######## control_sequencer ########
File: config.mk
export PLATFORM = sky130hd
export DESIGN_NAME = control_sequencer
export DESIGN_NICKNAME = d
export VERILOG_FILES = /design/src/rtl/cpu_ctl_pkg.sv /design/src/rtl/ctl_decode.sv /design/src/rtl/control_sequencer.sv
export SDC_FILE = /design/constraint.sdc
export NUM_CORES = 1
export LEC_CHECK = 0
export ABC_AREA = 1
export CAP_MARGIN = 20
export CORE_MARGIN = 10
export CORE_UTILIZATION = 37
export CTS_CLUSTER_DIAMETER = 80
export DETAILED_ROUTE_END_ITERATION = 16
export GPL_TIMING_DRIVEN = 1
export PLACE_DENSITY = 0.86
export SYNTH_ARGS = -nofsm -noshare
export SYNTH_HDL_FRONTEND = slang
export SYNTH_HIERARCHICAL = 1
export SYNTH_SLANG_ARGS = --single-unit
File: constraint.sdc
create_clock -name clk -period 3.44 [get_ports clk]
set_input_delay 0.86 -clock clk [delete_from_list [all_inputs] [get_ports clk]]
set_output_delay 0.86 -clock clk [all_outputs]
set_load 0.05 [all_outputs]
File: src/rtl/cpu_ctl_pkg.sv
// ----------------------------------------------------------------------------
// cpu_ctl_pkg : shared opcodes, state encoding and instruction classes for the
//               hardwired control sequencer.           rev 1.0
// ----------------------------------------------------------------------------
`default_nettype none

package cpu_ctl_pkg;

  localparam int OPC_W = 5;

  localparam logic [OPC_W-1:0] OP_LD   = 5'b00000;
  localparam logic [OPC_W-1:0] OP_LDI  = 5'b00001;
  localparam logic [OPC_W-1:0] OP_ST   = 5'b00010;
  localparam logic [OPC_W-1:0] OP_ADD  = 5'b00011;
  localparam logic [OPC_W-1:0] OP_SUB  = 5'b00100;
  localparam logic [OPC_W-1:0] OP_SHR  = 5'b00101;
  localparam logic [OPC_W-1:0] OP_SHL  = 5'b00110;
  localparam logic [OPC_W-1:0] OP_ROR  = 5'b00111;
  localparam logic [OPC_W-1:0] OP_ROL  = 5'b01000;
  localparam logic [OPC_W-1:0] OP_AND  = 5'b01001;
  localparam logic [OPC_W-1:0] OP_OR   = 5'b01010;
  localparam logic [OPC_W-1:0] OP_ADDI = 5'b01011;
  localparam logic [OPC_W-1:0] OP_ANDI = 5'b01100;
  localparam logic [OPC_W-1:0] OP_ORI  = 5'b01101;
  localparam logic [OPC_W-1:0] OP_NEG  = 5'b10000;
  localparam logic [OPC_W-1:0] OP_NOT  = 5'b10001;
  localparam logic [OPC_W-1:0] OP_NOP  = 5'b11001;
  localparam logic [OPC_W-1:0] OP_HALT = 5'b11010;

  localparam logic [3:0] S_RESET = 4'd0;
  localparam logic [3:0] S_T0    = 4'd1;
  localparam logic [3:0] S_T1    = 4'd2;
  localparam logic [3:0] S_T2    = 4'd3;
  localparam logic [3:0] S_T3    = 4'd4;
  localparam logic [3:0] S_T4    = 4'd5;
  localparam logic [3:0] S_T5    = 4'd6;
  localparam logic [3:0] S_T6    = 4'd7;
  localparam logic [3:0] S_T7    = 4'd8;
  localparam logic [3:0] S_HALT  = 4'd9;

  typedef enum logic [3:0] {
    CL_ALU3,
    CL_IMM,
    CL_LD,
    CL_LDI,
    CL_ST,
    CL_UNARY,
    CL_NOP,
    CL_HALT,
    CL_ILL
  } cls_e;

  // Bit positions of the one-hot ALU select produced by the decoder.
  localparam int ALU_N      = 10;
  localparam int ALU_ADD    = 0;
  localparam int ALU_SUB    = 1;
  localparam int ALU_SHR    = 2;
  localparam int ALU_SHL    = 3;
  localparam int ALU_ROR    = 4;
  localparam int ALU_ROL    = 5;
  localparam int ALU_AND    = 6;
  localparam int ALU_OR     = 7;
  localparam int ALU_NEGATE = 8;
  localparam int ALU_NOT    = 9;

endpackage

`default_nettype wire

File: src/rtl/ctl_decode.sv
// ----------------------------------------------------------------------------
// ctl_decode : opcode -> instruction class plus one-hot ALU operation select.
//              rev 1.0
// ----------------------------------------------------------------------------
`default_nettype none

module ctl_decode
  import cpu_ctl_pkg::*;
(
  input  logic [OPC_W-1:0] opcode,
  output cls_e             cls,
  output logic [ALU_N-1:0] alu_sel
);

  always_comb begin
    cls     = CL_ILL;
    alu_sel = '0;
    case (opcode)
      OP_LD:   begin cls = CL_LD;    alu_sel[ALU_ADD]    = 1'b1; end
      OP_LDI:  begin cls = CL_LDI;   alu_sel[ALU_ADD]    = 1'b1; end
      OP_ST:   begin cls = CL_ST;    alu_sel[ALU_ADD]    = 1'b1; end
      OP_ADD:  begin cls = CL_ALU3;  alu_sel[ALU_ADD]    = 1'b1; end
      OP_SUB:  begin cls = CL_ALU3;  alu_sel[ALU_SUB]    = 1'b1; end
      OP_SHR:  begin cls = CL_ALU3;  alu_sel[ALU_SHR]    = 1'b1; end
      OP_SHL:  begin cls = CL_ALU3;  alu_sel[ALU_SHL]    = 1'b1; end
      OP_ROR:  begin cls = CL_ALU3;  alu_sel[ALU_ROR]    = 1'b1; end
      OP_ROL:  begin cls = CL_ALU3;  alu_sel[ALU_ROL]    = 1'b1; end
      OP_AND:  begin cls = CL_ALU3;  alu_sel[ALU_AND]    = 1'b1; end
      OP_OR:   begin cls = CL_ALU3;  alu_sel[ALU_OR]     = 1'b1; end
      OP_ADDI: begin cls = CL_IMM;   alu_sel[ALU_ADD]    = 1'b1; end
      OP_ANDI: begin cls = CL_IMM;   alu_sel[ALU_AND]    = 1'b1; end
      OP_ORI:  begin cls = CL_IMM;   alu_sel[ALU_OR]     = 1'b1; end
      OP_NEG:  begin cls = CL_UNARY; alu_sel[ALU_NEGATE] = 1'b1; end
      OP_NOT:  begin cls = CL_UNARY; alu_sel[ALU_NOT]    = 1'b1; end
      OP_NOP:  cls = CL_NOP;
      OP_HALT: cls = CL_HALT;
      default: cls = CL_ILL;
    endcase
  end

endmodule

`default_nettype wire

File: src/rtl/control_sequencer.sv
// ----------------------------------------------------------------------------
// control_sequencer : hardwired fetch/execute control unit for the bus datapath.
//                     rev 1.0
// ----------------------------------------------------------------------------
`default_nettype none

module control_sequencer
  import cpu_ctl_pkg::*;
#(
  parameter int BITS = 32,
  parameter int OPW  = 5
) (
  input  logic            clk,
  input  logic            reset,
  input  logic            stop,
  input  logic [BITS-1:0] IRVal,
  output logic            PCout,
  output logic            MDRout,
  output logic            RZout,
  output logic            Cout,
  output logic            BAout,
  output logic            Rout,
  output logic            HILOout,
  output logic            INPUTout,
  output logic            PCin,
  output logic            IRin,
  output logic            RYin,
  output logic            RZin,
  output logic            MARin,
  output logic            MDRin,
  output logic            HILOin,
  output logic            OUTPUTin,
  output logic            CONin,
  output logic            Rin,
  output logic            Gra,
  output logic            Grb,
  output logic            Grc,
  output logic            Read,
  output logic            Write,
  output logic            ADD,
  output logic            SUB,
  output logic            SHR,
  output logic            SHL,
  output logic            ROR,
  output logic            ROL,
  output logic            AND,
  output logic            OR,
  output logic            NEGATE,
  output logic            NOT,
  output logic            IncPC,
  output logic            MUL,
  output logic            DIV,
  output logic            run,
  output logic            illegal
);

  logic [3:0]       r_state;
  logic [3:0]       w_next;
  logic             w_last;
  logic [OPC_W-1:0] r_opcode;
  logic [OPC_W-1:0] w_ir_op;
  logic [OPC_W-1:0] w_opcode;
  cls_e             w_cls;
  logic [ALU_N-1:0] w_alu_sel;
  logic             w_alu_en;
  logic             w_unused_ir;

  assign w_ir_op     = IRVal[BITS-1 -: OPW];
  assign w_unused_ir = ^IRVal[BITS-OPW-1:0];

  // In T3 the IR has just been loaded, so decode it directly; afterwards the
  // latched copy keeps execute immune to later IR changes.
  assign w_opcode = (r_state == S_T3) ? w_ir_op : r_opcode;

  ctl_decode u_decode (
    .opcode  (w_opcode),
    .cls     (w_cls),
    .alu_sel (w_alu_sel)
  );

  always_ff @(posedge clk or negedge reset) begin
    if (!reset) begin
      r_state  <= S_RESET;
      r_opcode <= '0;
    end else begin
      r_state <= w_next;
      if (r_state == S_T3) begin
        r_opcode <= w_ir_op;
      end
    end
  end

  always_comb begin
    w_last = 1'b0;
    w_next = r_state;
    case (r_state)
      S_RESET: w_next = S_T0;
      S_T0:    w_next = S_T1;
      S_T1:    w_next = S_T2;
      S_T2:    w_next = S_T3;
      S_T3: begin
        case (w_cls)
          CL_NOP, CL_ILL: w_last = 1'b1;
          CL_HALT:        w_next = S_HALT;
          default:        w_next = S_T4;
        endcase
      end
      S_T4: begin
        if (w_cls == CL_UNARY) w_last = 1'b1;
        else                   w_next = S_T5;
      end
      S_T5: begin
        if (w_cls == CL_ALU3 || w_cls == CL_IMM || w_cls == CL_LDI) w_last = 1'b1;
        else                                                        w_next = S_T6;
      end
      S_T6:    w_next = S_T7;
      S_T7:    w_last = 1'b1;
      S_HALT:  w_next = S_HALT;
      default: w_next = S_RESET;
    endcase
    // stop only matters on an instruction boundary
    if (w_last) begin
      w_next = stop ? S_HALT : S_T0;
    end
  end

  always_comb begin
    PCout    = 1'b0;
    MDRout   = 1'b0;
    RZout    = 1'b0;
    Cout     = 1'b0;
    BAout    = 1'b0;
    Rout     = 1'b0;
    HILOout  = 1'b0;
    INPUTout = 1'b0;
    PCin     = 1'b0;
    IRin     = 1'b0;
    RYin     = 1'b0;
    RZin     = 1'b0;
    MARin    = 1'b0;
    MDRin    = 1'b0;
    HILOin   = 1'b0;
    OUTPUTin = 1'b0;
    CONin    = 1'b0;
    Rin      = 1'b0;
    Gra      = 1'b0;
    Grb      = 1'b0;
    Grc      = 1'b0;
    Read     = 1'b0;
    Write    = 1'b0;
    IncPC    = 1'b0;
    illegal  = 1'b0;
    w_alu_en = 1'b0;
    run      = (r_state != S_RESET) && (r_state != S_HALT);
    case (r_state)
      S_T0: begin PCout = 1'b1; MARin = 1'b1; IncPC = 1'b1; RZin = 1'b1; end
      S_T1: begin RZout = 1'b1; PCin = 1'b1; Read = 1'b1; MDRin = 1'b1; end
      S_T2: begin MDRout = 1'b1; IRin = 1'b1; end
      S_T3: begin
        case (w_cls)
          CL_ALU3, CL_IMM:      begin Grb = 1'b1; Rout = 1'b1; RYin = 1'b1; end
          CL_LD, CL_LDI, CL_ST: begin Grb = 1'b1; BAout = 1'b1; RYin = 1'b1; end
          CL_UNARY: begin Grb = 1'b1; Rout = 1'b1; RZin = 1'b1; w_alu_en = 1'b1; end
          CL_ILL:   illegal = 1'b1;
          default:  ;
        endcase
      end
      S_T4: begin
        case (w_cls)
          CL_ALU3: begin Grc = 1'b1; Rout = 1'b1; RZin = 1'b1; w_alu_en = 1'b1; end
          CL_IMM, CL_LD, CL_LDI, CL_ST: begin
            Cout = 1'b1; RZin = 1'b1; w_alu_en = 1'b1;
          end
          CL_UNARY: begin RZout = 1'b1; Gra = 1'b1; Rin = 1'b1; end
          default:  ;
        endcase
      end
      S_T5: begin
        case (w_cls)
          CL_ALU3, CL_IMM, CL_LDI: begin RZout = 1'b1; Gra = 1'b1; Rin = 1'b1; end
          CL_LD, CL_ST:            begin RZout = 1'b1; MARin = 1'b1; end
          default:                 ;
        endcase
      end
      S_T6: begin
        case (w_cls)
          CL_LD:   begin Read = 1'b1; MDRin = 1'b1; end
          CL_ST:   begin Gra = 1'b1; Rout = 1'b1; MDRin = 1'b1; end
          default: ;
        endcase
      end
      S_T7: begin
        case (w_cls)
          CL_LD:   begin MDRout = 1'b1; Gra = 1'b1; Rin = 1'b1; end
          CL_ST:   Write = 1'b1;
          default: ;
        endcase
      end
      default: ;
    endcase
  end

  assign ADD    = w_alu_en & w_alu_sel[ALU_ADD];
  assign SUB    = w_alu_en & w_alu_sel[ALU_SUB];
  assign SHR    = w_alu_en & w_alu_sel[ALU_SHR];
  assign SHL    = w_alu_en & w_alu_sel[ALU_SHL];
  assign ROR    = w_alu_en & w_alu_sel[ALU_ROR];
  assign ROL    = w_alu_en & w_alu_sel[ALU_ROL];
  assign AND    = w_alu_en & w_alu_sel[ALU_AND];
  assign OR     = w_alu_en & w_alu_sel[ALU_OR];
  assign NEGATE = w_alu_en & w_alu_sel[ALU_NEGATE];
  assign NOT    = w_alu_en & w_alu_sel[ALU_NOT];

  assign MUL = 1'b0;
  assign DIV = 1'b0;

endmodule

`default_nettype wire

######## crc_serial_engine ########
<file path="src/rtl/crc_serial_engine.sv">
// Bit-serial CRC fold of a 1..8 byte word into a 1..CRC_MAX_WIDTH bit CRC, MSB first.
// Latency nbits+1 cycles from start to done; start while busy is dropped, not queued.
module crc_serial_engine #(
    parameter int CRC_MAX_WIDTH = 32,
    parameter int DATA_BITS     = 64
) (
    input  logic                             i_clk,
    input  logic                             i_reset,
    input  logic                             i_start,
    input  logic [DATA_BITS-1:0]             i_data_in,
    input  logic [$clog2(DATA_BITS/8)-1:0]   i_bytewidth,
    input  logic [CRC_MAX_WIDTH-1:0]         i_poly,
    input  logic [$clog2(CRC_MAX_WIDTH)-1:0] i_width_m1,
    input  logic [CRC_MAX_WIDTH-1:0]         i_crc_seed,
    output logic                             o_busy,
    output logic                             o_done,
    output logic [CRC_MAX_WIDTH-1:0]         o_crc_out
);

    localparam int CW = $clog2(DATA_BITS);
    localparam int WW = $clog2(CRC_MAX_WIDTH);
    localparam logic [CRC_MAX_WIDTH-1:0] ONES = '1;

    typedef enum logic [1:0] {
        ST_IDLE  = 2'd0,
        ST_SHIFT = 2'd1,
        ST_DONE  = 2'd2
    } state_t;

    state_t                   r_state;
    logic [DATA_BITS-1:0]     r_data;
    logic [CW-1:0]            r_last;
    logic [CW-1:0]            r_count;
    logic [WW-1:0]            r_width_m1;
    logic [CRC_MAX_WIDTH-1:0] r_mask;
    logic [CRC_MAX_WIDTH-1:0] r_poly;
    logic [CRC_MAX_WIDTH-1:0] r_crc;
    logic [CRC_MAX_WIDTH-1:0] r_crc_out;
    logic                     r_busy;
    logic                     r_done;

    logic [CRC_MAX_WIDTH-1:0] w_mask;
    logic [CW-1:0]            w_align;
    logic                     w_fb;
    logic [CRC_MAX_WIDTH-1:0] w_crc_next;

    // Double shift keeps width_m1 = max legal (all ones) from overflowing the shift.
    assign w_mask = ~((ONES << i_width_m1) << 1);

    // Left-align the active bytes so the next data bit is always the word MSB;
    // unused upper bits fall off the top before they are ever looked at.
    assign w_align = {~i_bytewidth, 3'b000};

    assign w_fb       = r_crc[r_width_m1] ^ r_data[DATA_BITS-1];
    assign w_crc_next = ((r_crc << 1) & r_mask) ^ (w_fb ? r_poly : '0);

    always_ff @(posedge i_clk) begin
        if (i_reset) begin
            r_state    <= ST_IDLE;
            r_data     <= '0;
            r_last     <= '0;
            r_count    <= '0;
            r_width_m1 <= '0;
            r_mask     <= '0;
            r_poly     <= '0;
            r_crc      <= '0;
            r_crc_out  <= '0;
            r_busy     <= 1'b0;
            r_done     <= 1'b0;
        end else begin
            r_done <= 1'b0;
            case (r_state)
                ST_IDLE: begin
                    if (i_start) begin
                        r_data     <= i_data_in << w_align;
                        r_last     <= {i_bytewidth, 3'b111};
                        r_width_m1 <= i_width_m1;
                        r_mask     <= w_mask;
                        r_poly     <= i_poly & w_mask;
                        r_crc      <= i_crc_seed & w_mask;
                        r_count    <= '0;
                        r_busy     <= 1'b1;
                        r_state    <= ST_SHIFT;
                    end
                end
                ST_SHIFT: begin
                    r_crc   <= w_crc_next;
                    r_data  <= r_data << 1;
                    r_count <= r_count + 1'b1;
                    if (r_count == r_last) begin
                        r_state <= ST_DONE;
                    end
                end
                ST_DONE: begin
                    r_crc_out <= r_crc;
                    r_done    <= 1'b1;
                    r_busy    <= 1'b0;
                    r_state   <= ST_IDLE;
                end
                default: begin
                    r_state <= ST_IDLE;
                    r_busy  <= 1'b0;
                end
            endcase
        end
    end

    assign o_busy    = r_busy;
    assign o_done    = r_done;
    assign o_crc_out = r_crc_out;

endmodule

</file>
<file path="config.mk">
export PLATFORM = sky130hd
export DESIGN_NAME = crc_serial_engine
export DESIGN_NICKNAME = d
export VERILOG_FILES = /design/src/rtl/crc_serial_engine.sv
export SDC_FILE = /design/constraint.sdc
export NUM_CORES = 1
export LEC_CHECK = 0
export CORE_MARGIN = 3
export CORE_UTILIZATION = 55
export DETAILED_ROUTE_END_ITERATION = 8
export PLACE_DENSITY = 0.81
export SETUP_SLACK_MARGIN = 0.4
export SYNTH_ARGS = -nofsm -noshare
export SYNTH_HDL_FRONTEND = slang
export SYNTH_SLANG_ARGS = --single-unit
</file>
<file path="constraint.sdc">
create_clock -name i_clk -period 5.65 [get_ports i_clk]
set_clock_uncertainty 0.05 [all_clocks]
set_input_delay 0.565 -clock i_clk [delete_from_list [all_inputs] [get_ports i_clk]]
set_output_delay 0.565 -clock i_clk [all_outputs]
set_load 0.05 [all_outputs]
</file>
######## pwm_capture ########
<file path="src/rtl/pwm_capture.sv">
// pwm_capture: measures high time and period of an asynchronous PWM line and recovers the duty code.
// Latency: edge seen 3 cycles after the pin (3+FILT_LEN with PWM_CAP_FILTER_EN); results 1 cycle after the closing rise.
// Backpressure: none; meas_valid is a 1-cycle strobe. Optional glitch filter is enabled by defining PWM_CAP_FILTER_EN.
module pwm_capture #(
  parameter int CBITS     = 17,
  parameter int CODE_BITS = 3
`ifdef PWM_CAP_FILTER_EN
  ,parameter int FILT_LEN = 4
`endif
) (
  input  logic                 clk,
  input  logic                 rst,
  input  logic                 pulse_in,
  output logic [CBITS:0]       high_out,
  output logic [CBITS:0]       period_out,
  output logic                 meas_valid,
  output logic [CODE_BITS-1:0] code_out,
  output logic                 locked,
  output logic                 stuck_hi,
  output logic                 stuck_lo
);

  // Counter saturation value and the nominal generator period.
  localparam logic [CBITS:0] CNT_MAX = '1;
  localparam logic [CBITS:0] NOMINAL = {1'b1, {CBITS{1'b0}}};

  typedef enum logic [1:0] {
    S_WAIT,
    S_HIGH,
    S_LOW
  } state_t;

  state_t         state;
  logic           sync1;
  logic           sync2;
  logic           lvl;
  logic           prev;
  logic           rise;
  logic           fall;
  logic [CBITS:0] cnt;
  logic [CBITS:0] hi_cnt;

  // Two-flop synchroniser for the asynchronous pin.
  always_ff @(posedge clk) begin
    if (rst) begin
      sync1 <= 1'b0;
      sync2 <= 1'b0;
    end else begin
      sync1 <= pulse_in;
      sync2 <= sync1;
    end
  end

`ifdef PWM_CAP_FILTER_EN
  localparam int RUN_W = $clog2(FILT_LEN + 1);

  logic             filt;
  logic [RUN_W-1:0] run;

  // Glitch filter: accept a new level only after FILT_LEN consecutive samples disagree with the current one.
  always_ff @(posedge clk) begin
    if (rst) begin
      filt <= 1'b0;
      run  <= '0;
    end else if (sync2 == filt) begin
      run <= '0;
    end else if (run == RUN_W'(FILT_LEN - 1)) begin
      filt <= sync2;
      run  <= '0;
    end else begin
      run <= run + 1'b1;
    end
  end

  assign lvl = filt;
`else
  assign lvl = sync2;
`endif

  // Edge-detect register; its output is also the current line level used for the stuck flags.
  always_ff @(posedge clk) begin
    if (rst) begin
      prev <= 1'b0;
    end else begin
      prev <= lvl;
    end
  end

  // Rise and fall are mutually exclusive because both derive from one synchronised bit.
  assign rise = lvl & ~prev;
  assign fall = ~lvl & prev;

  // Measurement counter, FSM and registered outputs.
  always_ff @(posedge clk) begin
    if (rst) begin
      state      <= S_WAIT;
      cnt        <= '0;
      hi_cnt     <= '0;
      high_out   <= '0;
      period_out <= '0;
      code_out   <= '0;
      meas_valid <= 1'b0;
      locked     <= 1'b0;
      stuck_hi   <= 1'b0;
      stuck_lo   <= 1'b0;
    end else begin
      meas_valid <= 1'b0;

      // cnt == 1 on the cycle after a rise, so a width of N cycles reads back as N.
      if (rise) begin
        cnt <= {{CBITS{1'b0}}, 1'b1};
      end else if (cnt != CNT_MAX) begin
        cnt <= cnt + 1'b1;
      end

      if (rise || fall) begin
        stuck_hi <= 1'b0;
        stuck_lo <= 1'b0;
        case (state)
          S_WAIT: begin
            // First rise only arms the measurement; a fall here is ignored.
            if (rise) state <= S_HIGH;
          end
          S_HIGH: begin
            if (fall) begin
              hi_cnt <= cnt;
              state  <= S_LOW;
            end
          end
          S_LOW: begin
            if (rise) begin
              period_out <= cnt;
              high_out   <= hi_cnt;
              code_out   <= hi_cnt[CBITS-2 -: CODE_BITS];
              locked     <= (cnt == NOMINAL) && (hi_cnt[CBITS -: 2] == 2'b00);
              meas_valid <= 1'b1;
              state      <= S_HIGH;
            end
          end
          default: state <= S_WAIT;
        endcase
      end else if (cnt == CNT_MAX) begin
        // No edge for a full saturated count: line is stuck; results hold, measurement re-arms.
        stuck_hi <= prev;
        stuck_lo <= ~prev;
        locked   <= 1'b0;
        state    <= S_WAIT;
      end
    end
  end

endmodule

</file>
<file path="config.mk">
export PLATFORM = sky130hd
export DESIGN_NAME = pwm_capture
export DESIGN_NICKNAME = d
export VERILOG_FILES = /design/src/rtl/pwm_capture.sv
export SDC_FILE = /design/constraint.sdc
export NUM_CORES = 1
export LEC_CHECK = 0
export CAP_MARGIN = 20
export CORE_ASPECT_RATIO = 1.1
export CORE_UTILIZATION = 45
export CTS_CLUSTER_DIAMETER = 60
export CTS_CLUSTER_SIZE = 20
export DETAILED_ROUTE_END_ITERATION = 8
export PLACE_DENSITY = 0.67
export RECOVER_POWER = 25
export SETUP_SLACK_MARGIN = 0.2
export SLEW_MARGIN = 15
export SYNTH_ARGS = -nofsm -noshare
export SYNTH_HDL_FRONTEND = slang
export SYNTH_SLANG_ARGS = --single-unit
</file>
<file path="constraint.sdc">
create_clock -name clk -period 2.4 [get_ports clk]
set_clock_uncertainty 0.2 [all_clocks]
set_input_delay 0.36 -clock clk [delete_from_list [all_inputs] [get_ports clk]]
set_output_delay 0.36 -clock clk [all_outputs]
set_load 0.05 [all_outputs]
</file>
######## dec_gpr_wbq_flat ########
### src/rtl/dec_gpr_wbq_pkg.sv
// Shared types for the GPR writeback queue.
// DEC_WBQ_ONEHOT_STORE_EN adds a stored one-hot destination to each entry.
package dec_wbq_pkg;

  localparam int GPR_NUM = 32;
  localparam int GPR_AW  = 5;

  typedef struct packed {
    logic                valid;
    logic [GPR_AW-1:0]   addr;
    logic [31:0]         data;
`ifdef DEC_WBQ_ONEHOT_STORE_EN
    logic [GPR_NUM-1:0]  onehot;
`endif
  } wbq_entry_t;

endpackage

### src/rtl/dec_gpr_wbq_if.sv
// Producer/regfile-side bundle of the writeback queue: push handshake,
// drain control, port-2 write signals and the pending scoreboard.
interface dec_gpr_wbq_if
  import dec_wbq_pkg::*;
#(
  parameter int DEPTH_LOG2 = 2
) ();

  logic                  push_valid;
  logic [GPR_AW-1:0]     push_addr;
  logic [31:0]           push_data;
  logic                  push_ready;
  logic                  port_free;
  logic                  flush;
  logic                  wen2;
  logic [GPR_AW-1:0]     waddr2;
  logic [GPR_NUM-1:0]    waddr2_onehot;
  logic [31:0]           wd2;
  logic [GPR_NUM-1:0]    pending;
  logic [DEPTH_LOG2:0]   count;

  modport master (
    output push_valid, push_addr, push_data, port_free, flush,
    input  push_ready, wen2, waddr2, waddr2_onehot, wd2, pending, count
  );

  modport slave (
    input  push_valid, push_addr, push_data, port_free, flush,
    output push_ready, wen2, waddr2, waddr2_onehot, wd2, pending, count
  );

endinterface

### src/rtl/dec_gpr_wbq_onehot_dec.sv
// 5-to-32 GPR address decoder; bit 0 is never set because x0 is not writable.
module dec_wbq_onehot_dec
  import dec_wbq_pkg::*;
(
  input  logic [GPR_AW-1:0]  addr,
  output logic [GPR_NUM-1:0] onehot
);

  // Decode every nonzero GPR index.
  always_comb begin
    onehot = {GPR_NUM{1'b0}};
    for (int i = 1; i < GPR_NUM; i++) begin
      if (addr == GPR_AW'(i)) begin
        onehot[i] = 1'b1;
      end else begin
        onehot[i] = 1'b0;
      end
    end
  end

endmodule

### src/rtl/dec_gpr_wbq.sv
// Writeback queue in front of GPR write port 2, with a per-GPR pending scoreboard.
// Build option DEC_WBQ_ONEHOT_STORE_EN stores decoded one-hot addresses per entry.
module dec_gpr_wbq
  import dec_wbq_pkg::*;
#(
  parameter int DEPTH      = 4,
  parameter int DEPTH_LOG2 = 2
) (
  input logic          clk,
  input logic          rst_l,
  dec_gpr_wbq_if.slave bus
);

  localparam logic [DEPTH_LOG2:0]   FULL_CNT = (DEPTH_LOG2+1)'(DEPTH);
  localparam logic [DEPTH_LOG2:0]   CNT_ONE  = (DEPTH_LOG2+1)'(1);
  localparam logic [DEPTH_LOG2:0]   CNT_ZERO = (DEPTH_LOG2+1)'(0);
  localparam logic [DEPTH_LOG2-1:0] PTR_ONE  = DEPTH_LOG2'(1);
  localparam logic [DEPTH_LOG2-1:0] PTR_ZERO = DEPTH_LOG2'(0);

  wbq_entry_t              entry_r [DEPTH];
  logic [DEPTH_LOG2-1:0]   rd_ptr_r;
  logic [DEPTH_LOG2-1:0]   wr_ptr_r;
  logic [DEPTH_LOG2:0]     count_r;

  wbq_entry_t              head_s;
  logic                    push_ready_s;
  logic                    store_s;
  logic                    pop_s;
  logic [GPR_NUM-1:0]      head_onehot_s;
  logic [GPR_NUM-1:0]      entry_onehot_s [DEPTH];
  logic [GPR_NUM-1:0]      pending_s;
  logic [GPR_AW-1:0]       waddr2_s;
  logic [GPR_NUM-1:0]      waddr2_onehot_s;
  logic [31:0]             wd2_s;

  assign head_s       = entry_r[rd_ptr_r];
  assign push_ready_s = (count_r != FULL_CNT);
  // x0 pushes complete the handshake but are never stored.
  assign store_s      = bus.push_valid & push_ready_s & ~bus.flush & (bus.push_addr != 5'd0);
  assign pop_s        = (count_r != CNT_ZERO) & bus.port_free & ~bus.flush;

`ifdef DEC_WBQ_ONEHOT_STORE_EN
  logic [GPR_NUM-1:0] push_onehot_s;

  dec_wbq_onehot_dec u_push_dec (
    .addr   (bus.push_addr),
    .onehot (push_onehot_s)
  );

  assign head_onehot_s = head_s.onehot;

  for (genvar g = 0; g < DEPTH; g++) begin : g_stored_onehot
    assign entry_onehot_s[g] = entry_r[g].onehot;
  end
`else
  dec_wbq_onehot_dec u_head_dec (
    .addr   (head_s.addr),
    .onehot (head_onehot_s)
  );

  for (genvar g = 0; g < DEPTH; g++) begin : g_entry_dec
    dec_wbq_onehot_dec u_entry_dec (
      .addr   (entry_r[g].addr),
      .onehot (entry_onehot_s[g])
    );
  end
`endif

  // Scoreboard: OR of one-hot destinations over all valid entries.
  always_comb begin
    pending_s = {GPR_NUM{1'b0}};
    for (int i = 0; i < DEPTH; i++) begin
      pending_s = pending_s | (entry_onehot_s[i] & {GPR_NUM{entry_r[i].valid}});
    end
  end

  // Port-2 write signals, held at zero whenever no write is issued.
  always_comb begin
    if (pop_s) begin
      waddr2_s        = head_s.addr;
      waddr2_onehot_s = head_onehot_s;
      wd2_s           = head_s.data;
    end else begin
      waddr2_s        = 5'd0;
      waddr2_onehot_s = {GPR_NUM{1'b0}};
      wd2_s           = 32'h0;
    end
  end

  // Queue storage, pointers and occupancy.
  always_ff @(posedge clk or negedge rst_l) begin
    if (!rst_l) begin
      rd_ptr_r <= PTR_ZERO;
      wr_ptr_r <= PTR_ZERO;
      count_r  <= CNT_ZERO;
      for (int i = 0; i < DEPTH; i++) begin
        entry_r[i] <= '0;
      end
    end else if (bus.flush) begin
      rd_ptr_r <= PTR_ZERO;
      wr_ptr_r <= PTR_ZERO;
      count_r  <= CNT_ZERO;
      for (int i = 0; i < DEPTH; i++) begin
        entry_r[i] <= '0;
      end
    end else begin
      if (store_s) begin
        entry_r[wr_ptr_r].valid  <= 1'b1;
        entry_r[wr_ptr_r].addr   <= bus.push_addr;
        entry_r[wr_ptr_r].data   <= bus.push_data;
`ifdef DEC_WBQ_ONEHOT_STORE_EN
        entry_r[wr_ptr_r].onehot <= push_onehot_s;
`endif
        wr_ptr_r <= wr_ptr_r + PTR_ONE;
      end else begin
        wr_ptr_r <= wr_ptr_r;
      end
      // Store and pop never share a slot: that needs count 0 or DEPTH.
      if (pop_s) begin
        entry_r[rd_ptr_r].valid <= 1'b0;
        rd_ptr_r <= rd_ptr_r + PTR_ONE;
      end else begin
        rd_ptr_r <= rd_ptr_r;
      end
      count_r <= count_r + (store_s ? CNT_ONE : CNT_ZERO) - (pop_s ? CNT_ONE : CNT_ZERO);
    end
  end

  assign bus.push_ready    = push_ready_s;
  assign bus.wen2          = pop_s;
  assign bus.waddr2        = waddr2_s;
  assign bus.waddr2_onehot = waddr2_onehot_s;
  assign bus.wd2           = wd2_s;
  assign bus.pending       = pending_s;
  assign bus.count         = count_r;

endmodule

### src/flat_wrapper.sv
// flat-port wrapper written by rule: the top's interface ports become plain ports
module dec_gpr_wbq_flat import dec_wbq_pkg::*;
#(
  parameter int DEPTH      = 4,
  parameter int DEPTH_LOG2 = 2
)
  (clk, rst_l, bus_push_valid, bus_push_addr, bus_push_data, bus_port_free, bus_flush, bus_push_ready, bus_wen2, bus_waddr2, bus_waddr2_onehot, bus_wd2, bus_pending, bus_count);
  dec_gpr_wbq_if #(.DEPTH_LOG2(DEPTH_LOG2)) bus_i ();
  input logic clk;
  input logic rst_l;
  input wire logic [$bits(bus_i.push_valid)-1:0] bus_push_valid;
  input wire logic [$bits(bus_i.push_addr)-1:0] bus_push_addr;
  input wire logic [$bits(bus_i.push_data)-1:0] bus_push_data;
  input wire logic [$bits(bus_i.port_free)-1:0] bus_port_free;
  input wire logic [$bits(bus_i.flush)-1:0] bus_flush;
  output wire logic [$bits(bus_i.push_ready)-1:0] bus_push_ready;
  output wire logic [$bits(bus_i.wen2)-1:0] bus_wen2;
  output wire logic [$bits(bus_i.waddr2)-1:0] bus_waddr2;
  output wire logic [$bits(bus_i.waddr2_onehot)-1:0] bus_waddr2_onehot;
  output wire logic [$bits(bus_i.wd2)-1:0] bus_wd2;
  output wire logic [$bits(bus_i.pending)-1:0] bus_pending;
  output wire logic [$bits(bus_i.count)-1:0] bus_count;
  assign bus_i.push_valid = bus_push_valid;
  assign bus_i.push_addr = bus_push_addr;
  assign bus_i.push_data = bus_push_data;
  assign bus_i.port_free = bus_port_free;
  assign bus_i.flush = bus_flush;
  assign bus_push_ready = bus_i.push_ready;
  assign bus_wen2 = bus_i.wen2;
  assign bus_waddr2 = bus_i.waddr2;
  assign bus_waddr2_onehot = bus_i.waddr2_onehot;
  assign bus_wd2 = bus_i.wd2;
  assign bus_pending = bus_i.pending;
  assign bus_count = bus_i.count;
  dec_gpr_wbq #(.DEPTH(DEPTH), .DEPTH_LOG2(DEPTH_LOG2)) u_core (.clk(clk), .rst_l(rst_l), .bus(bus_i));
endmodule
### config.mk
export PLATFORM = sky130hd
export DESIGN_NAME = dec_gpr_wbq_flat
export DESIGN_NICKNAME = d
export VERILOG_FILES = /design/src/rtl/dec_gpr_wbq_pkg.sv /design/src/rtl/dec_gpr_wbq_if.sv /design/src/rtl/dec_gpr_wbq_onehot_dec.sv /design/src/rtl/dec_gpr_wbq.sv /design/src/flat_wrapper.sv
export SDC_FILE = /design/constraint.sdc
export NUM_CORES = 1
export LEC_CHECK = 0
export CORE_MARGIN = 10
export CORE_UTILIZATION = 45
export CTS_CLUSTER_SIZE = 8
export DETAILED_ROUTE_END_ITERATION = 16
export GPL_ROUTABILITY_DRIVEN = 1
export PLACE_DENSITY_LB_ADDON = 0.05
export SKIP_CTS_REPAIR_TIMING = 1
export SLEW_MARGIN = 20
export SYNTH_ARGS = -nofsm -noshare
export SYNTH_HDL_FRONTEND = slang
export SYNTH_SLANG_ARGS = --single-unit
### constraint.sdc
create_clock -name clk -period 3.5 [get_ports clk]
set_clock_uncertainty 0.15 [all_clocks]
set_input_delay 0.7 -clock clk [delete_from_list [all_inputs] [get_ports clk]]
set_output_delay 0.7 -clock clk [all_outputs]
set_load 0.05 [all_outputs]
Fig. 1: dec_gpr_wbq_flat, wires at chosen ports, followed through buffers
Drawn at 3 px/um.
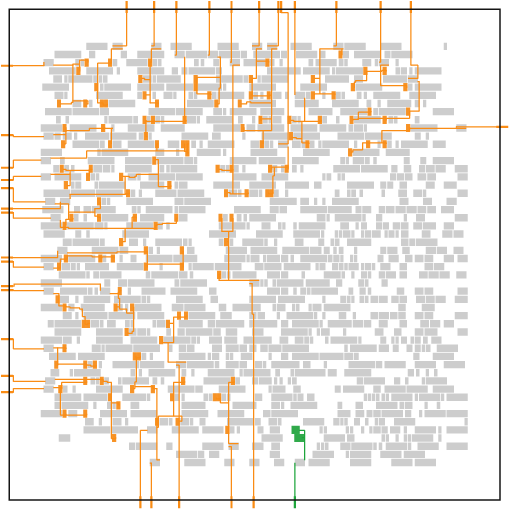
color	port	direction	edge	end cells	buffers	wire
green	bus_port_free	input	bottom	2	1	24.4 um
orange	bus_push_data	input	14 left, 12 top, 5 bottom, 1 right	128	32	1850 um
I/O pin total: 148
port buffer count: 145

==> impl_metrics.py, dec_gpr_wbq_flat <==
# Metrics from the implementation run
metrics = {
    "outcome": {
        "outcome": "complete, no violations",
    },
    "timing": {
        "rsz0062_at_grt": "no",
        "fin_tns_setup_ns": 0,
        "timing.final.crit_share_pct": 97.46,
        "max_freq_mhz": 293.2,
    },
    "worst_setup_path": {
        "cp_max_fo": 7,
        "setup.worst_path.end": "bus_pending[13]",
        "cp-startpoint": "u_core.entry_r[150]",
        "cp.depth": 5,
    },
    "cells_and_area": {
        "largest_register": "u_core.entry_r",
        "num_antenna_cells": 0,
        "drive_above_1_share_pct": 22.21,
    },
    "grt": {
        "antenna_found_initial": 0,
        "grt_overflow": 0,
    },
    "detailed_routing": {
        "dr.pass1.iters": 5,
        "wl_per_cell_um": 19.82,
        "drc_errors": 0,
        "ant_nets": 0,
        "routed-via-count": 7945,
    },
    "clock_network": {
        "htree_levels": 4,
        "cts_tree": "built",
    },
    "synthesis": {
        "synth.area.top_cells": "dfrtp_1 (43%), nand2_1 (13%), mux4_2 (9.0%), a21oi_2 (5.6%), a21oi_1 (4.9%)",
        "yosys-stat-cells": 999,
        "synth.most_common_cell": "nand2_1",
        "synth_cell_type_count": 46,
        "synthArstFlopShare_pct": 100.0,
    },
    "placement": {
        "dp.cells": 1374,
        "dp_hpwl_um": 18880,
    },
}
-- dec_gpr_wbq_flat: per-layer routing --
metal  global-route usage [%]  vias up  share of wire (%)
met5                        0        -                  0
li1                         -     3697                  -
met2                    34.01      274                 48
met1                    28.16     3943                 44
met4                    4.180        0                1.2
met3                    4.858       31                6.4
-- dec_gpr_wbq_flat: kinds of logic after synthesis --
group	after synthesis	share of synthesized area, %
AND/OR/NAND/NOR	478	22.16
AND-OR/OR-AND	228	18.38
flip-flops	159	43.19
buffers and inverters	82	5.310
multiplexers	38	9.154
adder cells (fa/ha/maj)	11	1.575
XOR/XNOR	2	0.1902
other	1	0.04071
-- dec_gpr_wbq_flat: layout make-up --
| class | count | area (um2) |
|---|---|---|
| clock buffers | 18 | 429.2 |
| fillers | 1738 | 7955 |
| flip-flops and latches | 159 | 3984 |
| clock inverters | 14 | 145.1 |
| inverters | 8 | 30.03 |
| repair buffers | 181 | 2515 |
| well taps | 270 | 337.8 |
| multi-input cells | 759 | 4773 |
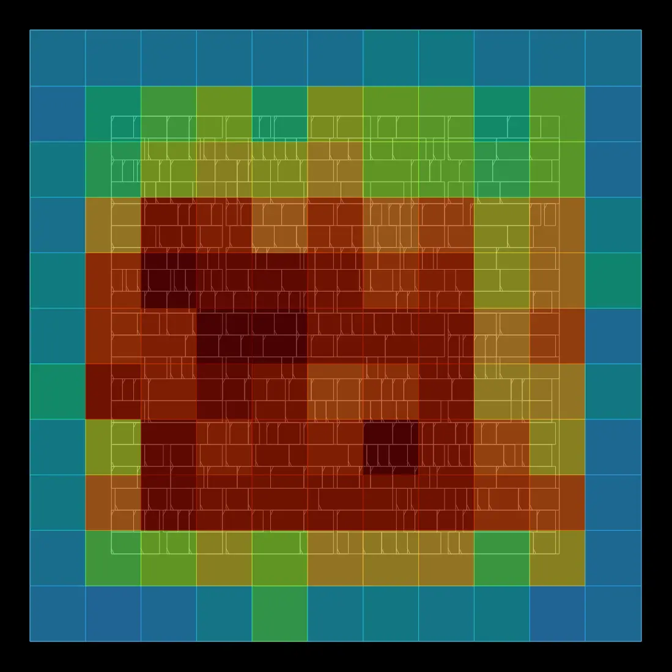
Fig. 2. Routing congestion (control_sequencer).
GR peak layer: met2
Post-Route Utilization: 94.26%
GRT Overall Usage: 20.84%
wire per inst: 22.79 um
met1 Usage GRT: 19.47%

==> impl_metrics.py, control_sequencer <==
# Metrics from the implementation run
metrics = {
    "outcome": {
        "outcome": "finished, violations left",
        "violations": "negative setup slack",
    },
    "timing": {
        "setup_slack_ns": -0.6751,
        "maxSlewViolCount": 0,
        "setup_violations": 26,
        "timing.final.crit_share_pct": 119.6,
    },
    "synthesis": {
        "synth_warnings": 6,
        "synth_cell_type_count": 25,
        "top_area_cell": "dfrtp_1",
    },
    "worst_setup_path": {
        "cp_max_fo": 6,
        "cpMostUsedCell": "nand2_2",
        "setup.worst_path.end": "RZout",
        "reg2reg_from": "r_state[1]",
    },
    "cells_and_area": {
        "final_cells": 372,
    },
    "placement": {
        "dp_worst_setup_slack_ns": -0.5394,
    },
}
==> control_sequencer: area by class of cell <==
| cell class | count | area, um2 | share of cell area (%) |
|---|---|---|---|
| timing repair buffer | 117 | 1210 | 42.39 |
| multi-input combinational | 159 | 1164 | 40.77 |
| sequential | 9 | 225.2 | 7.891 |
| inverter | 38 | 170.2 | 5.962 |
| tap | 44 | 55.05 | 1.929 |
| clock buffer | 4 | 26.28 | 0.9206 |
| timing repair inverter | 1 | 3.754 | 0.1315 |
==> control_sequencer: routing by layer <==
layer | wire (um) | global-route usage [%] | vias to the layer above
li1 | - | - | 863
met1 | 2715 | 19.47 | 978
met2 | 3902 | 38.35 | 222
met3 | 1024 | 6.840 | 90
met4 | 834 | 12.50 | 0
met5 | 0 | 0 | -
==> control_sequencer: logic make-up after synthesis <==
group,Yosys count
other cells,1
flops,9
compound gates,13
simple gates,139
buf+inv,47
==> control_sequencer: sequential cells by signal, indices dropped and copies added (netlist names) <==
name / flops
r_opcode: 5
r_state: 4
==> control_sequencer: Yosys cell counts, drive strengths merged <==
library cell,instances
nand2,58
nor2,55
inv,38
nand3,22
buf,9
dfrtp,9
o21ai,5
a21oi,4
nor3,3
o211ai,2
a31oi,1
conb,1
nand4,1
o22ai,1
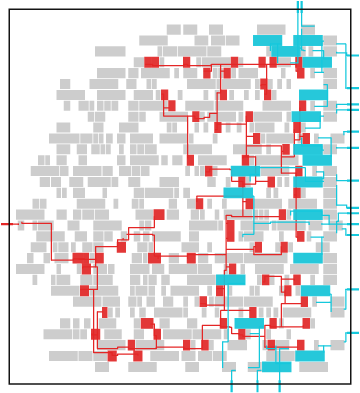
Fig. 3. Wires at chosen ports, followed through buffers (pwm_capture).
Drawn at 4 px/um.
color	port	direction	edge	end cells	buffers	wire
red	rst	input	left	70	2	570 um
cyan	high_out	output	13 right, 3 bottom, 2 top	18	18	323 um
port buffer count: 45
I/O pin total: 46

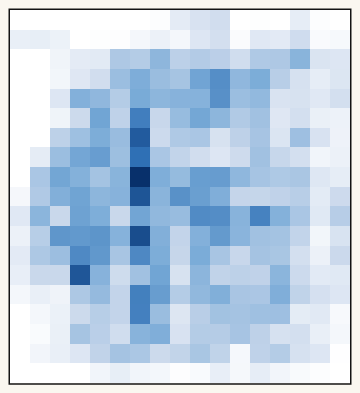
Fig. 4. Wiring heat map (pwm_capture).
Drawn at 4 px/um. The die is cut into 17 by 19 equal tiles; white is low, dark blue is high, scaled to the fullest tile. Values are wire area over tile area, all layers added.
nearly empty tiles	12%
mean over tiles	0.15
densest ninth of the die	center
GRT Overall Usage: 21.36%
total wire length: 7771 um

==> impl_metrics.py, pwm_capture <==
# Metrics from the implementation run
metrics = {
    "cells_and_area": {
        "comb_share_pct": 38.77,
        "syn_to_final_growth_pct": 20.18,
    },
    "detailed_routing": {
        "routed-via-count": 2908,
        "viasPerCell": 5.355,
        "route.met3.wl_um": 286,
    },
    "outcome": {
        "outcome": "complete, no violations",
    },
    "synthesis": {
        "mux_share_pct": 1.467,
        "yosys_area_um2": 3411,
        "xor_share_pct": 0,
        "top_area_share_pct": 47.54,
        "synth-edff-count": 0,
        "synth.most_common_cell": "nand2_1",
        "synth_cell_type_count": 48,
        "floorplan.nets": 425,
    },
    "timing": {
        "maxSlewViolCount": 0,
        "rsz0062_at_grt": "no",
    },
    "hold_path": {
        "hold_depth": 2,
    },
    "worst_setup_path": {
        "crit_buf_inv": 1,
    },
}
## pwm_capture: cells in the final DEF (no fill, tap or decap), types with 5 or more instances in the layout
| master | instances |
|---|---|
| clkbuf_8 | 9 |
| buf_4 | 10 |
| dfxtp_1 | 81 |
| inv_1 | 8 |
| nand3_1 | 5 |
| o21ai_0 | 7 |
| clkdlybuf4s50_1 | 43 |
| or4_1 | 5 |
| a21oi_1 | 66 |
| a211oi_1 | 5 |
| nand2_1 | 124 |
| ha_1 | 5 |
| nor3_1 | 6 |
| nor2_1 | 8 |
| mux2i_1 | 5 |
## pwm_capture: per-stage QoR
step	instance area [um2]	setup WS [ns]	utilization, %
after floorplan	3411	0.5240	-
after global placement	3890	0.3875	54.28
after detailed placement	3890	0.3475	54.28
after CTS	4109	0.2907	57.33
after global routing	4099	0.1161	57.19
final	4099	0.3036	57.19
## pwm_capture: state kept, by name, summed over array words and instances (netlist names)
register	cells
hi_cnt	18
stuck_lo	1
meas_valid	1
stuck_hi	1
sync1	1
prev	1
period_out	18
cnt	18
locked	1
state	2
high_out	18
lvl	1
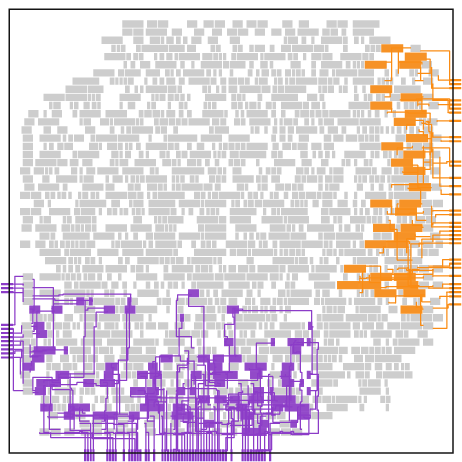
Fig. 5. Wires at chosen ports, followed through buffers (crc_serial_engine).
Drawn at 3 px/um.
color	port	direction	edge	end cells	buffers	wire
purple	i_data_in	input	52 bottom, 12 left	90	64	2690 um
orange	o_crc_out	output	right	32	32	785 um
port buffer count: 172
I/O pin total: 173

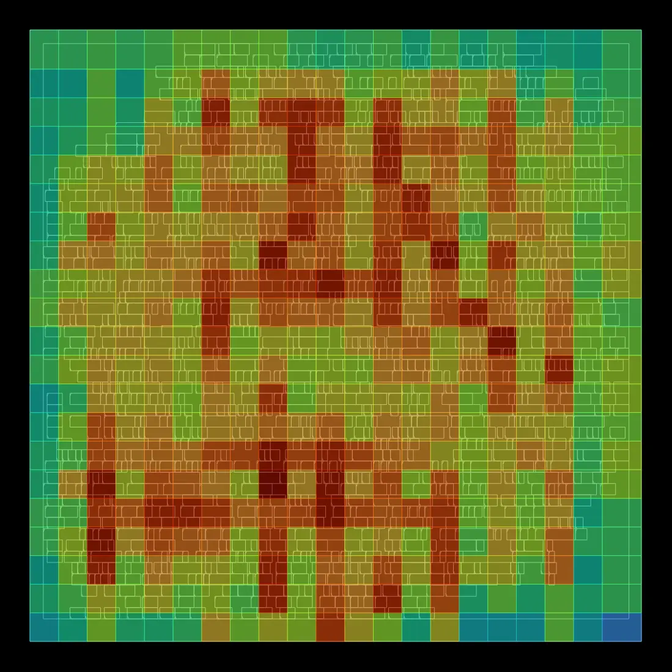
Fig. 6. Routing congestion (crc_serial_engine).
met3 usage: 5.978%
met1 Usage GRT: 43.57%
GRT Overall Usage: 30.29%
met2 GRT Util: 46.31%
Post-Route Utilization: 68.63%

==> impl_metrics.py, crc_serial_engine <==
# Metrics from the implementation run
metrics = {
    "cells_and_area": {
        "nets": 1657,
        "largestClassByArea": "multi-input combinational cells",
        "clkCellAreaFrac_pct": 5.826,
        "comb_area_um2": 6301,
    },
    "worst_setup_path": {
        "cp.required_ns": 5.98,
        "cp.depth": 8,
        "path_class": "reg2reg",
    },
    "clock_network": {
        "clock.latency.late_pin_ns": 0.51,
        "cts_buffer_depth": 3,
        "clkTransAtPathRegs_ns": 0.06,
    },
    "die": {
        "tap-cell-count": 265,
    },
    "synthesis": {
        "top_area_cell": "dfxtp_1",
        "yosys_area_um2": 11000,
        "floorplan.nets": 1570,
        "syn_inst": 1430,
        "top_area_share_pct": 38.02,
    },
    "outcome": {
        "outcome": "complete, no violations",
    },
    "grt": {
        "grt_pass1_vias": 10370,
    },
}
## crc_serial_engine: metrics by stage
stage          area [um2]  utilization [%]  hold WS, ns
4_1_cts             13440            68.61       0.4040
5_1_grt             13440            68.63       0.4233
3_5_place_dp        12660            64.62       0.3955
6_report            13440            68.63       0.4027
2_1_floorplan       11000                -       0.3866
3_3_place_gp        12660            64.62       0.3929
## crc_serial_engine: registers in the layout (all words and copies together), names as in the netlist
signal	flops
o_busy	1
r_state	2
r_mask	31
r_crc	32
r_width_m1	4
r_last	4
o_done	1
r_data	64
o_crc_out	32
r_poly	32
r_count	6
## crc_serial_engine: logic make-up after synthesis
family	count (synthesis)	share of synthesized area, %
multiplexers	90	9.551
flip-flops	209	38.02
AND-OR/OR-AND	387	22.05
AND/OR/NAND/NOR	611	24.88
buffers and inverters	128	4.900
adder cells (fa/ha/maj)	1	0.1137
XOR/XNOR	4	0.4890

==> notes/layouts.md <==
Pictures saved along the way, in no particular order.

Gate families picked out.
(a)
Drawn at 2 px/um.
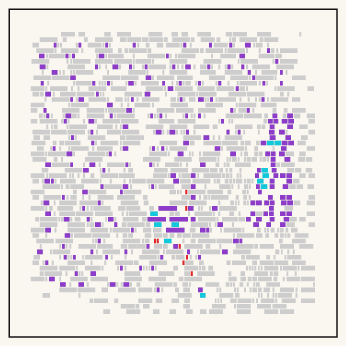
(b)
Drawn at 4 px/um.
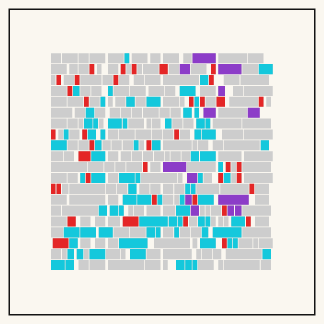
(c)
Drawn at 4 px/um.
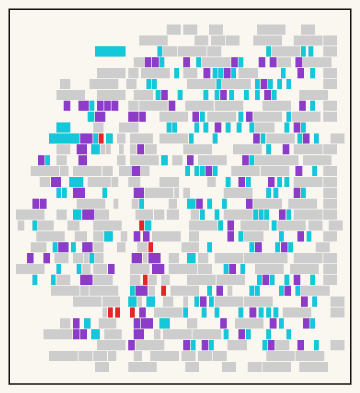
(d)
Drawn at 2 px/um.
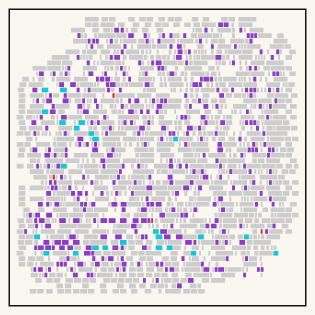
(b) -> control_sequencer
(c) -> pwm_capture
(a) -> dec_gpr_wbq_flat
(d) -> crc_serial_engine



==> screenshots <==
Clock distribution.
panel A
Drawn at 4 px/um.
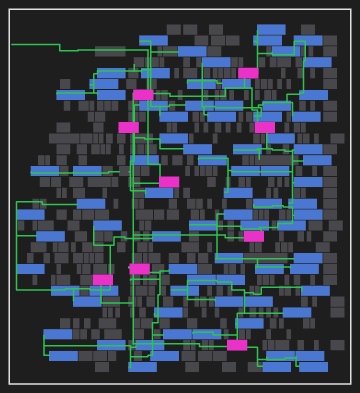
panel B
Drawn at 3 px/um.
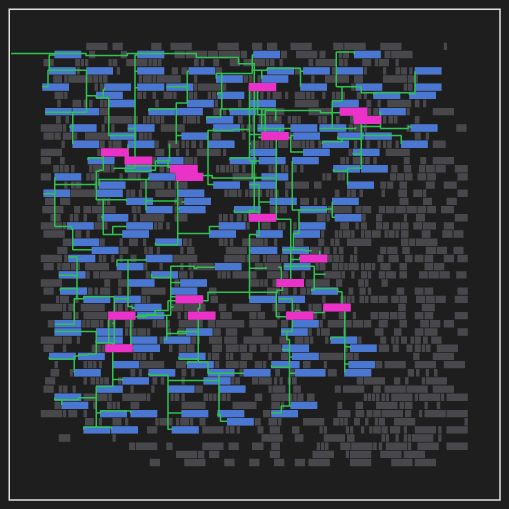
panel C
Drawn at 3 px/um.
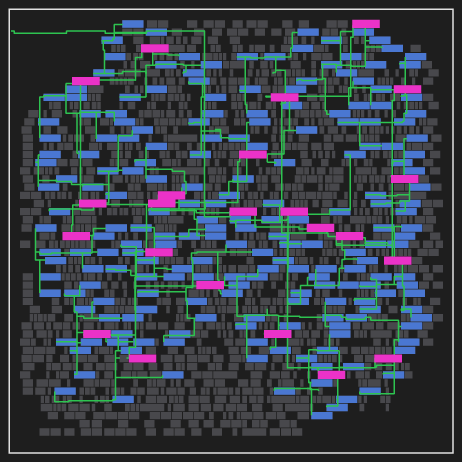
panel D
Drawn at 6 px/um.
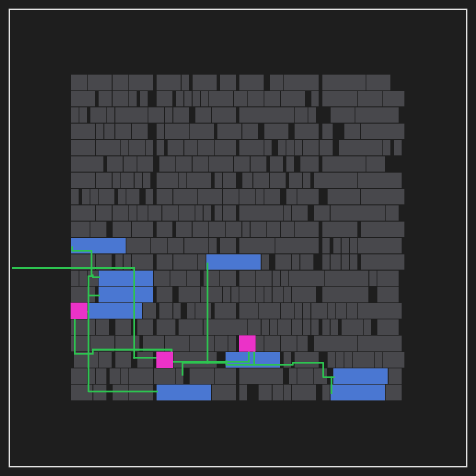
control_sequencer: panel D
pwm_capture: panel A
dec_gpr_wbq_flat: panel B
crc_serial_engine: panel C


## Gallery

Wiring heat map.
Plate I
Drawn at 2 px/um. The die is cut into 29 by 29 equal tiles; white is low, dark blue is high, scaled to the fullest tile. Values are wire area over tile area, all layers added.
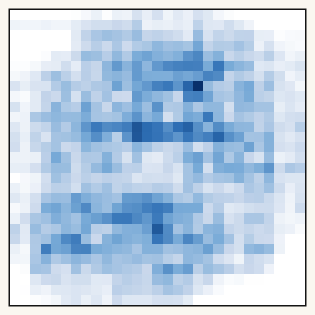
Plate II
Drawn at 2 px/um. The die is cut into 33 by 33 equal tiles; white is low, dark blue is high, scaled to the fullest tile. Values are wire area over tile area, all layers added.
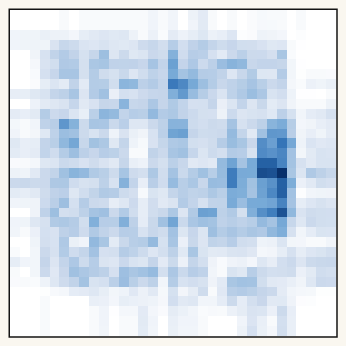
Plate III
Drawn at 4 px/um. The die is cut into 15 by 15 equal tiles; white is low, dark blue is high, scaled to the fullest tile. Values are wire area over tile area, all layers added.
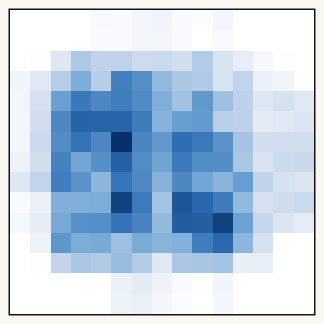
The one with the largest die is Plate II.
For control_sequencer, see Plate III.
For dec_gpr_wbq_flat, see Plate II.
For crc_serial_engine, see Plate I.

